==================== design 1
### Clock wires, drivers and flops, design 1

Bar = 20 um.
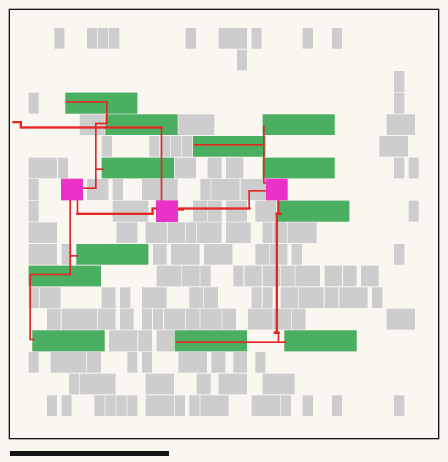

[src/rtl/pipe_pkg.sv]
// Shared definitions for the pipeline sequencer: state encodings, parameter
// defaults and the per-cycle pipeline control bundle.
package pipe_pkg;

   typedef enum logic [2:0] {
      ST_RUN      = 3'd0,
      ST_FLUSH    = 3'd1,
      ST_MEM_WAIT = 3'd2,
      ST_DRAIN    = 3'd3,
      ST_HALT     = 3'd4
   } state_e;

   localparam int FLUSH_CYCLES_DEF = 1;
   localparam int DRAIN_CYCLES_DEF = 3;
   localparam int CNT_W_DEF        = 16;

   // Wide enough for the largest legal FLUSH/DRAIN length (7).
   localparam int SEQ_CNT_W = 3;
   typedef logic [SEQ_CNT_W-1:0] seq_cnt_t;

   typedef struct packed {
      logic pc_en;
      logic if_id_en;
      logic if_id_flush;
      logic id_ex_bubble;
      logic back_en;
   } ctrl_t;

   localparam ctrl_t CTRL_RUN    = '{pc_en: 1'b1, if_id_en: 1'b1, if_id_flush: 1'b0,
                                     id_ex_bubble: 1'b0, back_en: 1'b1};
   localparam ctrl_t CTRL_STALL  = '{pc_en: 1'b0, if_id_en: 1'b0, if_id_flush: 1'b0,
                                     id_ex_bubble: 1'b1, back_en: 1'b1};
   localparam ctrl_t CTRL_FLUSH  = '{pc_en: 1'b1, if_id_en: 1'b1, if_id_flush: 1'b1,
                                     id_ex_bubble: 1'b0, back_en: 1'b1};
   localparam ctrl_t CTRL_FREEZE = '{pc_en: 1'b0, if_id_en: 1'b0, if_id_flush: 1'b0,
                                     id_ex_bubble: 1'b0, back_en: 1'b0};

endpackage

[src/rtl/seq_cnt.sv]
// Generic down-counter: load has priority over decrement, decrement stops at
// zero. zero_o marks the cycle whose decrement brings the count to zero.
module seq_cnt
   import pipe_pkg::*;
(
   input  logic                 clk,
   input  logic                 rst,
   input  logic                 load_i,
   input  logic [SEQ_CNT_W-1:0] load_val_i,
   input  logic                 dec_i,
   output logic                 zero_o
);

   seq_cnt_t cnt_q, cnt_d;

   // NOTE: every always_comb output gets a default first so no path leaves it unassigned and infers a latch.
   always_comb begin
      cnt_d = cnt_q;
      if (load_i) begin
         cnt_d = load_val_i;
      end else if (dec_i && cnt_q != '0) begin
         cnt_d = cnt_q - seq_cnt_t'(1);
      end
   end

   // NOTE: state registers use non-blocking assignments so every flop samples pre-edge values.
   always_ff @(posedge clk or posedge rst) begin
      if (rst) cnt_q <= '0;
      else     cnt_q <= cnt_d;
   end

   assign zero_o = (cnt_q <= seq_cnt_t'(1));

endmodule

[src/rtl/pipe_sequencer.sv]
// Pipeline control sequencer: stalls, flushes, memory waits and halt/drain.
// Define PIPE_SEQ_STATS_EN to build the saturating stall/flush statistics counters.
module pipe_sequencer
   import pipe_pkg::*;
#(
   parameter int FLUSH_CYCLES = FLUSH_CYCLES_DEF,
   parameter int DRAIN_CYCLES = DRAIN_CYCLES_DEF,
   parameter int CNT_W        = CNT_W_DEF
) (
   input  logic             clk,
   input  logic             rst,
   input  logic             load_use_hz,
   input  logic             redirect,
   input  logic             imem_ready,
   input  logic             dmem_ready,
   input  logic             halt_req,
   input  logic             resume,
   output logic             pc_en,
   output logic             if_id_en,
   output logic             if_id_flush,
   output logic             id_ex_bubble,
   output logic             back_en,
   output logic [2:0]       state_o,
   output logic [CNT_W-1:0] stall_cnt,
   output logic [CNT_W-1:0] flush_cnt
);

   state_e state_q, state_d;
   state_e saved_q, saved_d;
   state_e eff_state;
   ctrl_t  ctrl;

   logic flush_load, flush_dec, flush_zero;
   logic drain_load, drain_dec, drain_zero;

   seq_cnt u_flush_cnt (
      .clk        (clk),
      .rst        (rst),
      .load_i     (flush_load),
      .load_val_i (seq_cnt_t'(FLUSH_CYCLES - 1)),
      .dec_i      (flush_dec),
      .zero_o     (flush_zero)
   );

   seq_cnt u_drain_cnt (
      .clk        (clk),
      .rst        (rst),
      .load_i     (drain_load),
      .load_val_i (seq_cnt_t'(DRAIN_CYCLES)),
      .dec_i      (drain_dec),
      .zero_o     (drain_zero)
   );

   always_comb begin
      state_d    = state_q;
      saved_d    = saved_q;
      ctrl       = CTRL_FREEZE;
      flush_load = 1'b0;
      flush_dec  = 1'b0;
      drain_load = 1'b0;
      drain_dec  = 1'b0;
      // Once memory is ready again, MEM_WAIT behaves exactly like the state it interrupted.
      eff_state  = (state_q == ST_MEM_WAIT) ? saved_q : state_q;

      if (state_q == ST_HALT) begin
         if (resume) state_d = ST_RUN;
      end else if (!dmem_ready) begin
         state_d = ST_MEM_WAIT;
         if (state_q != ST_MEM_WAIT) saved_d = state_q;
      end else begin
         state_d = eff_state;
         case (eff_state)
            ST_RUN: begin
               if (load_use_hz) begin
                  ctrl = CTRL_STALL;
               end else if (redirect) begin
                  ctrl = CTRL_FLUSH;
                  if (FLUSH_CYCLES > 1) begin
                     state_d    = ST_FLUSH;
                     flush_load = 1'b1;
                  end
               end else if (!imem_ready) begin
                  ctrl = CTRL_STALL;
               end else if (halt_req) begin
                  ctrl       = CTRL_RUN;
                  state_d    = ST_DRAIN;
                  drain_load = 1'b1;
               end else begin
                  ctrl = CTRL_RUN;
               end
            end
            ST_FLUSH: begin
               if (load_use_hz) begin
                  ctrl = CTRL_STALL;
               end else if (redirect) begin
                  ctrl       = CTRL_FLUSH;
                  flush_load = 1'b1;
               end else begin
                  ctrl      = CTRL_FLUSH;
                  flush_dec = 1'b1;
                  if (flush_zero) state_d = ST_RUN;
               end
            end
            ST_DRAIN: begin
               ctrl      = CTRL_STALL;
               drain_dec = 1'b1;
               if (drain_zero) state_d = ST_HALT;
            end
            default: begin
               ctrl    = CTRL_RUN;
               state_d = ST_RUN;
            end
         endcase
      end
   end

   always_ff @(posedge clk or posedge rst) begin
      if (rst) begin
         state_q <= ST_RUN;
         saved_q <= ST_RUN;
      end else begin
         state_q <= state_d;
         saved_q <= saved_d;
      end
   end

   assign pc_en        = ctrl.pc_en;
   assign if_id_en     = ctrl.if_id_en;
   assign if_id_flush  = ctrl.if_id_flush;
   assign id_ex_bubble = ctrl.id_ex_bubble;
   assign back_en      = ctrl.back_en;
   assign state_o      = state_q;

`ifdef PIPE_SEQ_STATS_EN
   logic [CNT_W-1:0] stall_cnt_q, stall_cnt_d;
   logic [CNT_W-1:0] flush_cnt_q, flush_cnt_d;

   always_comb begin
      stall_cnt_d = stall_cnt_q;
      flush_cnt_d = flush_cnt_q;
      if (!ctrl.pc_en && state_q != ST_HALT && stall_cnt_q != '1)
         stall_cnt_d = stall_cnt_q + CNT_W'(1);
      if (ctrl.if_id_flush && flush_cnt_q != '1)
         flush_cnt_d = flush_cnt_q + CNT_W'(1);
   end

   always_ff @(posedge clk or posedge rst) begin
      if (rst) begin
         stall_cnt_q <= '0;
         flush_cnt_q <= '0;
      end else begin
         stall_cnt_q <= stall_cnt_d;
         flush_cnt_q <= flush_cnt_d;
      end
   end

   assign stall_cnt = stall_cnt_q;
   assign flush_cnt = flush_cnt_q;
`else
   assign stall_cnt = '0;
   assign flush_cnt = '0;
`endif

endmodule
[config.mk]
export PLATFORM = sky130hd
export DESIGN_NAME = pipe_sequencer
export DESIGN_NICKNAME = d
export VERILOG_FILES = /design/src/rtl/pipe_pkg.sv /design/src/rtl/seq_cnt.sv /design/src/rtl/pipe_sequencer.sv
export SDC_FILE = /design/constraint.sdc
export NUM_CORES = 1
export LEC_CHECK = 0
export ABC_CLOCK_PERIOD_IN_PS = 3570
export CAP_MARGIN = 20
export CORE_MARGIN = 2
export CORE_UTILIZATION = 45
export DETAILED_ROUTE_END_ITERATION = 10
export HOLD_SLACK_MARGIN = 0.06
export PLACE_DENSITY = 0.89
export SLEW_MARGIN = 10
export SYNTH_ARGS = -nofsm -noshare
export SYNTH_HDL_FRONTEND = slang
export SYNTH_SLANG_ARGS = --single-unit
[constraint.sdc]
create_clock -name clk -period 3.57 [get_ports clk]
set_input_delay 0.714 -clock clk [delete_from_list [all_inputs] [get_ports clk]]
set_output_delay 0.714 -clock clk [all_outputs]
set_load 0.02 [all_outputs]
==================== design 2
===== src/rtl/rs_tag_allocator.sv =====
// Lowest-free tag allocator for the ALU reservation station and the LS buffer.
// Build option: TAG_ALLOC_CHECK_EN adds a sticky err flag for illegal alloc/release.

module rs_tag_unit #(
  parameter int RS_SIZE      = 15,
  parameter int ROOT_W       = 4,
  parameter int STALL_MARGIN = 2
) (
  input  logic              clk,
  input  logic              rst,
  input  logic              i_flush,
  input  logic              i_req,
  input  logic              i_rel_en,
  input  logic [ROOT_W-1:0] i_rel_root,
  output logic [ROOT_W-1:0] o_root,
  output logic              o_avail,
  output logic [ROOT_W-1:0] o_count,
  output logic              o_few_nxt,
  output logic              o_err
);
  logic [RS_SIZE-1:0] r_busy, w_busy_nxt;
  logic [ROOT_W-1:0]  r_root, r_count, w_root_nxt, w_cnt_nxt;
  logic               r_avail, w_avail_nxt;
  logic               w_alloc, w_rel_hit, w_rel_ok;

  assign w_alloc  = i_req & r_avail & ~i_flush;
  assign w_rel_ok = w_rel_hit & ~i_flush;

  // Out-of-range roots never match an index, so they fall out as ignored.
  always_comb begin
    w_rel_hit = 1'b0;
    for (int i = 0; i < RS_SIZE; i++)
      if (i_rel_en && i_rel_root == ROOT_W'(i) && r_busy[i]) w_rel_hit = 1'b1;
  end

  always_comb begin
    w_busy_nxt = r_busy;
    for (int i = 0; i < RS_SIZE; i++) begin
      if (w_rel_ok && i_rel_root == ROOT_W'(i)) w_busy_nxt[i] = 1'b0;
      if (w_alloc && r_root == ROOT_W'(i))      w_busy_nxt[i] = 1'b1;
    end
    if (i_flush) w_busy_nxt = '0;
  end

  always_comb begin
    w_cnt_nxt = r_count;
    if (i_flush)                  w_cnt_nxt = '0;
    else if (w_alloc && !w_rel_ok) w_cnt_nxt = r_count + ROOT_W'(1);
    else if (!w_alloc && w_rel_ok) w_cnt_nxt = r_count - ROOT_W'(1);
  end

  // Scan downward so the lowest free index wins.
  always_comb begin
    w_root_nxt  = '1;
    w_avail_nxt = 1'b0;
    for (int i = RS_SIZE - 1; i >= 0; i--)
      if (!w_busy_nxt[i]) begin
        w_root_nxt  = ROOT_W'(i);
        w_avail_nxt = 1'b1;
      end
  end

  assign o_few_nxt = (RS_SIZE - int'(w_cnt_nxt)) < STALL_MARGIN;

  always_ff @(posedge clk or posedge rst) begin
    if (rst) begin
      r_busy  <= '0;
      r_root  <= '0;
      r_avail <= 1'b1;
      r_count <= '0;
    end else begin
      r_busy  <= w_busy_nxt;
      r_root  <= w_root_nxt;
      r_avail <= w_avail_nxt;
      r_count <= w_cnt_nxt;
    end
  end

`ifdef TAG_ALLOC_CHECK_EN
  logic r_err;
  always_ff @(posedge clk or posedge rst) begin
    if (rst) r_err <= 1'b0;
    else     r_err <= r_err | (i_req & ~r_avail) | (i_rel_en & ~w_rel_hit);
  end
  assign o_err = r_err;
`else
  assign o_err = 1'b0;
`endif

  assign o_root  = r_root;
  assign o_avail = r_avail;
  assign o_count = r_count;
endmodule

module rs_tag_allocator #(
  parameter int RS_SIZE      = 15,
  parameter int ROOT_W       = 4,
  parameter int STALL_MARGIN = 2
) (
  input  logic              clk,
  input  logic              rst,
  input  logic              alloc_req,
  input  logic              alloc_is_ls,
  input  logic              alu_rel_en,
  input  logic [ROOT_W-1:0] alu_rel_root,
  input  logic              ls_rel_en,
  input  logic [ROOT_W-1:0] ls_rel_root,
  input  logic              flush,
  output logic [ROOT_W:0]   alu_free_tag,
  output logic [ROOT_W:0]   ls_free_tag,
  output logic              alu_avail,
  output logic              ls_avail,
  output logic              alloc_ok,
  output logic [ROOT_W-1:0] alu_count,
  output logic [ROOT_W-1:0] ls_count,
  output logic              stall,
  output logic              err
);
  localparam int NU = 2;  // unit 0 = ALU, unit 1 = LS

  logic [NU-1:0]             w_req, w_rel_en, w_avail, w_few, w_err;
  logic [NU-1:0][ROOT_W-1:0] w_rel_root, w_root, w_count;
  logic                      r_stall;

  assign w_req      = {alloc_req & alloc_is_ls, alloc_req & ~alloc_is_ls};
  assign w_rel_en   = {ls_rel_en, alu_rel_en};
  assign w_rel_root = {ls_rel_root, alu_rel_root};

  generate
    for (genvar g = 0; g < NU; g++) begin : g_unit
      rs_tag_unit #(
        .RS_SIZE(RS_SIZE), .ROOT_W(ROOT_W), .STALL_MARGIN(STALL_MARGIN)
      ) u_unit (
        .clk       (clk),
        .rst       (rst),
        .i_flush   (flush),
        .i_req     (w_req[g]),
        .i_rel_en  (w_rel_en[g]),
        .i_rel_root(w_rel_root[g]),
        .o_root    (w_root[g]),
        .o_avail   (w_avail[g]),
        .o_count   (w_count[g]),
        .o_few_nxt (w_few[g]),
        .o_err     (w_err[g])
      );
    end
  endgenerate

  always_ff @(posedge clk or posedge rst) begin
    if (rst) r_stall <= 1'b0;
    else     r_stall <= |w_few;
  end

  assign alloc_ok     = |(w_req & w_avail);
  assign alu_free_tag = {1'b0, w_root[0]};
  assign ls_free_tag  = {1'b1, w_root[1]};
  assign alu_avail    = w_avail[0];
  assign ls_avail     = w_avail[1];
  assign alu_count    = w_count[0];
  assign ls_count     = w_count[1];
  assign stall        = r_stall;
  assign err          = |w_err;
endmodule


===== config.mk =====
export PLATFORM = sky130hd
export DESIGN_NAME = rs_tag_allocator
export DESIGN_NICKNAME = d
export VERILOG_FILES = /design/src/rtl/rs_tag_allocator.sv
export SDC_FILE = /design/constraint.sdc
export NUM_CORES = 1
export LEC_CHECK = 0
export CORE_ASPECT_RATIO = 0.5
export CORE_MARGIN = 1.5
export CORE_UTILIZATION = 40
export DETAILED_ROUTE_END_ITERATION = 16
export PLACE_DENSITY_LB_ADDON = 0.1
export SYNTH_ARGS = -nofsm -noshare
export SYNTH_HDL_FRONTEND = slang
export SYNTH_SLANG_ARGS = --single-unit
export TNS_END_PERCENT = 10

===== constraint.sdc =====
create_clock -name clk -period 3.05 [get_ports clk]
set_input_delay 0.4575 -clock clk [delete_from_list [all_inputs] [get_ports clk]]
set_output_delay 0.4575 -clock clk [all_outputs]
set_load 0.02 [all_outputs]

==================== design 3
--- config.mk ---
export PLATFORM = sky130hd
export DESIGN_NAME = cache_fill_fsm
export DESIGN_NICKNAME = d
export VERILOG_FILES = /design/src/rtl/cache_fill_fsm.sv
export SDC_FILE = /design/constraint.sdc
export NUM_CORES = 1
export LEC_CHECK = 0
export CORE_MARGIN = 2
export CORE_UTILIZATION = 40
export DETAILED_ROUTE_END_ITERATION = 10
export HOLD_SLACK_MARGIN = 0.1
export PLACE_DENSITY = 0.78
export SLEW_MARGIN = 25
export SYNTH_ARGS = -nofsm -noshare
export SYNTH_HDL_FRONTEND = slang
export SYNTH_SLANG_ARGS = --single-unit
--- constraint.sdc ---
create_clock -name clk -period 3.99 [get_ports clk]
set_input_delay 0.798 -clock clk [delete_from_list [all_inputs] [get_ports clk]]
set_output_delay 0.798 -clock clk [all_outputs]
set_load 0.05 [all_outputs]
--- src/rtl/cache_fill_fsm.sv ---
// Cache line fill controller: issues eight pipelined word reads,
// steers returning words into the data array, then commits the tag.
module cache_fill_fsm #(
    parameter int ADDR_W = 16
) (
    input  logic              clk,
    input  logic              rst,
    input  logic              miss_detected,
    input  logic [ADDR_W-1:0] miss_address,
    input  logic [15:0]       mem_data_in,
    input  logic              mem_data_valid,
    output logic              fsm_busy,
    output logic              mem_read_en,
    output logic [ADDR_W-1:0] memory_address,
    output logic              write_data_array,
    output logic [7:0]        word_enable,
    output logic [15:0]       data_array_din,
    output logic              write_tag_array,
    output logic              fill_done
);

    typedef enum logic [1:0] {
        IDLE,
        FILL,
        TAGWR
    } state_t;

    localparam logic [ADDR_W-1:0] BLK_MASK =
        ~{{(ADDR_W-4){1'b0}}, 4'hF};

    state_t            state;
    state_t            state_nxt;
    logic [ADDR_W-1:0] base_q;
    logic [2:0]        issue_cnt;
    logic [2:0]        issue_nxt;
    logic              issue_done;
    logic [2:0]        recv_cnt;
    logic              accept;

    assign issue_nxt      = issue_cnt + 3'd1;
    assign data_array_din = mem_data_in;

    // Next-state and per-cycle strobes decoded from state and counters
    always_comb begin
        state_nxt        = state;
        accept           = 1'b0;
        fsm_busy         = 1'b0;
        mem_read_en      = 1'b0;
        write_data_array = 1'b0;
        word_enable      = 8'h00;
        write_tag_array  = 1'b0;
        fill_done        = 1'b0;
        unique case (state)
            IDLE: begin
                if (miss_detected) begin
                    accept    = 1'b1;
                    state_nxt = FILL;
                end
            end
            FILL: begin
                fsm_busy    = 1'b1;
                mem_read_en = ~issue_done;
                if (mem_data_valid) begin
                    write_data_array = 1'b1;
                    word_enable      = 8'h01 << recv_cnt;
                    if (recv_cnt == 3'd7)
                        state_nxt = TAGWR;
                end
            end
            TAGWR: begin
                fsm_busy        = 1'b1;
                write_tag_array = 1'b1;
                fill_done       = 1'b1;
                state_nxt       = IDLE;
            end
            default: state_nxt = IDLE;
        endcase
    end

    // State register
    always_ff @(posedge clk or negedge rst) begin
        if (!rst)
            state <= IDLE;
        else
            state <= state_nxt;
    end

    // Block base, issue/receive counters and the registered read address
    always_ff @(posedge clk or negedge rst) begin
        if (!rst) begin
            base_q         <= '0;
            memory_address <= '0;
            issue_cnt      <= 3'd0;
            issue_done     <= 1'b0;
            recv_cnt       <= 3'd0;
        end else if (accept) begin
            base_q         <= miss_address & BLK_MASK;
            memory_address <= miss_address & BLK_MASK;
            issue_cnt      <= 3'd0;
            issue_done     <= 1'b0;
            recv_cnt       <= 3'd0;
        end else if (state == FILL) begin
            if (!issue_done) begin
                issue_cnt <= issue_nxt;
                if (issue_cnt == 3'd7)
                    issue_done <= 1'b1;
                else
                    memory_address <= base_q |
                        {{(ADDR_W-4){1'b0}}, issue_nxt, 1'b0};
            end
            if (write_data_array)
                recv_cnt <= recv_cnt + 3'd1;
        end
    end

endmodule

### PDN straps and rails, design 3

Bar = 20 um. Pins as bars on the die edge. Tap cells in gray.
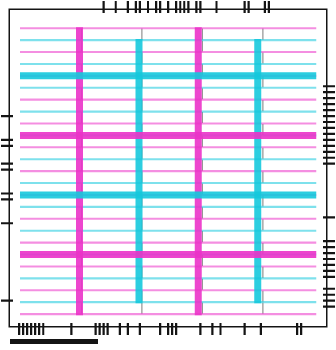
VDD -> cyan
VSS -> magenta
rows = 24
signal pins = 81
met5 straps = 4

==> commit_impl_results.txt, design 3 <==
Add synthesis and place-and-route results

- Most prevalent standard cell on the critical path: sky130_fd_sc_hd__clkdlybuf4s50_1
* Biggest power consumer among the groups: combinational cells
- Depth of the worst register-to-register path: 5
* Tapcell count: 52
- Global routing put the most usage on met2.
* Setup-violating endpoint count in the final report: 0
- Routing resource usage on met3 recorded by global route was 0.0361.
- Cell variety after synth: 27
- Max reg flops: 15
* Footprint of the multi-input gates: 754 um^2
- Async SR Flop Fraction: 1.00
- Clk_buf instances: 6
* Metal-1 WL: 1.35 mm
* Die Area: 5210 um^2
- Non-clock buffers: 43
- The synthesized design contains 0 enable-type register cells.
* Cell area after technology mapping: 1860 um^2
* Combined flip-flop and latch cell area: 901 um^2
* Result of the run: finished clean
- The layout stage reports a final design area of 2270 um^2.
- Mean instance size in the synthesized netlist: 12.5 um^2
* Core area: 4410 um^2
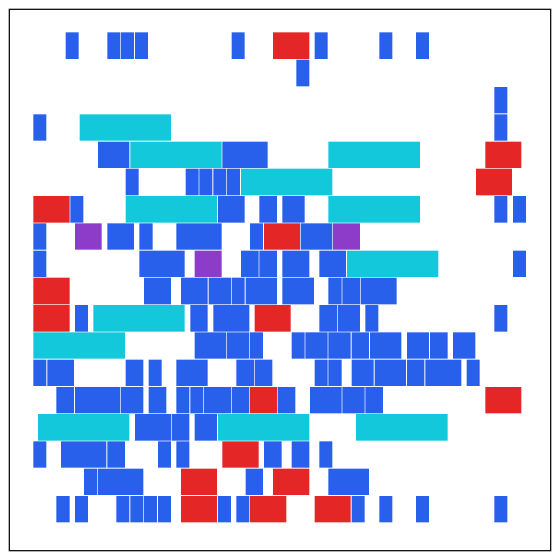
*Cells colored by class, design 1*
remaining buffers and delay cells -> red  # cells 16, share of their area 14%
clock-net drivers -> purple  # cells 3, share of their area 2.0%
registers -> cyan  # cells 12, share of their area 26%
remaining logic cells -> blue  # cells 118, share of their area 58%

## Picture notes: 'Clock wires, drivers and flops' of design 1
clock wires -> red  # length 159 um
clock-net drivers -> magenta  # count 3
flip-flops -> green  # count 12
routed clock nets = 4

==> commit_impl_results.txt, design 1 <==
Add synthesis and place-and-route results

- The flow ran to the end, and the final reports show no timing, DRC or antenna violations.
- Post-layout net count: 165
- The final timing summary puts the cycle share of the worst path at 0.913.
* Buffers on Ports: 15
* Chain of cells forming the critical path: clkdlybuf4s50_1 > buf_4 > nand3_1 > nor3_1 > clkdlybuf4s50_1
* Layout clock area frac: 0.0191
- The net switching power in the latest report is 274 uW.
- The layout has 240 filler cells.
- Dominant kind of combinational cell: buffers and inverters
- Chip area from the yosys synthesis statistics: 1120 um^2
* CP startpoint: dmem_ready
* Share of total power consumed by net switching: 0.442
- The share of the Yosys chip area taken by registers is 0.268.
* DP Cell Count: 176
* HP Start: u_drain_cnt.cnt_q[1]
- Compound-cell area share of the yosys netlist: 0.199
* Cell area after technology mapping: 1120 um^2
- Total routed wirelength: 2.00 mm
- Of all nets on the critical path, the largest fanout is 9.
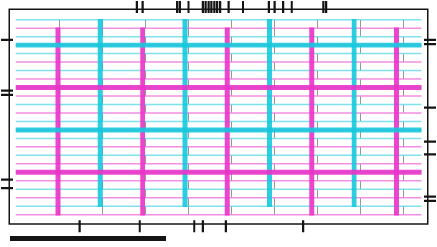
*PDN straps and rails, design 2*
Bar = 50 um. Pins as bars on the die edge. Tap cells in gray.
VSS -> magenta
VDD -> cyan
met5 straps = 4
signal pins = 38
rows = 23
met1 rails = 24
met4 straps = 9

==> commit_impl_results.txt, design 2 <==
Add synthesis and place-and-route results

- Setup total negative slack on the finished layout was measured at 0 ns.
- Depth of the worst register-to-register path: 8
* CP startpoint: alu_rel_root[1]
- Count of cells along the worst hold path: 2
* Endpoint with the worst hold slack: g_unit[1].u_unit.o_count[3]
- According to the cell report, flip-flops and latches in the layout number 49.
- OpenROAD warning count: 29
* Syn-to-layout area delta: 33.7%
- Peak fanout along the critical path: 7
* P_leak: 0.00193 uW
- The sequential power reported by the tool is 698 uW.
- The final design was reported to hold multi-input combinational gates totalling 313.
- In this run, the synthesized area fraction spent on adder and majority cells is recorded as 0.0146.
- Met1 routing resource usage after global routing: 0.310
- The flow ran to the end, and the final reports show no timing, DRC or antenna violations.
- Overall power consumption: 1580 uW
- Multiplexer share: 0.0413
- Routability congestion estimate: 0.983
- Die Area: 9150 um^2


## Gallery

Metal layers overlaid.
image #1
Bar = 20 um. Only two layers are drawn.
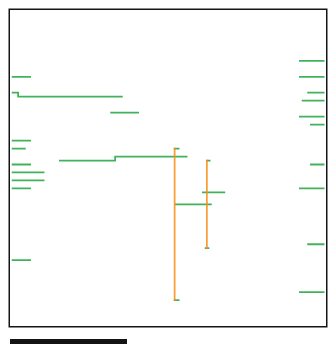
image #2
Bar = 50 um. Only two layers are drawn.
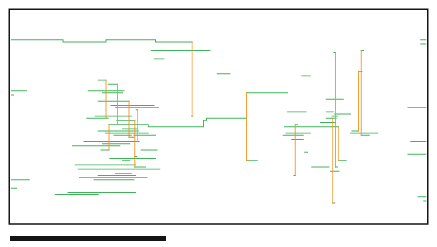
image #3
Bar = 20 um. Only two layers are drawn.
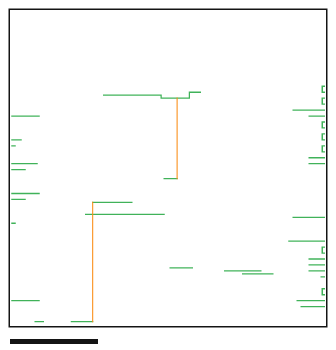
Of these, smallest die: image #1
Of these, largest die: image #2
Image #3 is design 3.
Image #1 is design 1.
Image #2 is design 2.

Power and IR drop assume default switching activity.
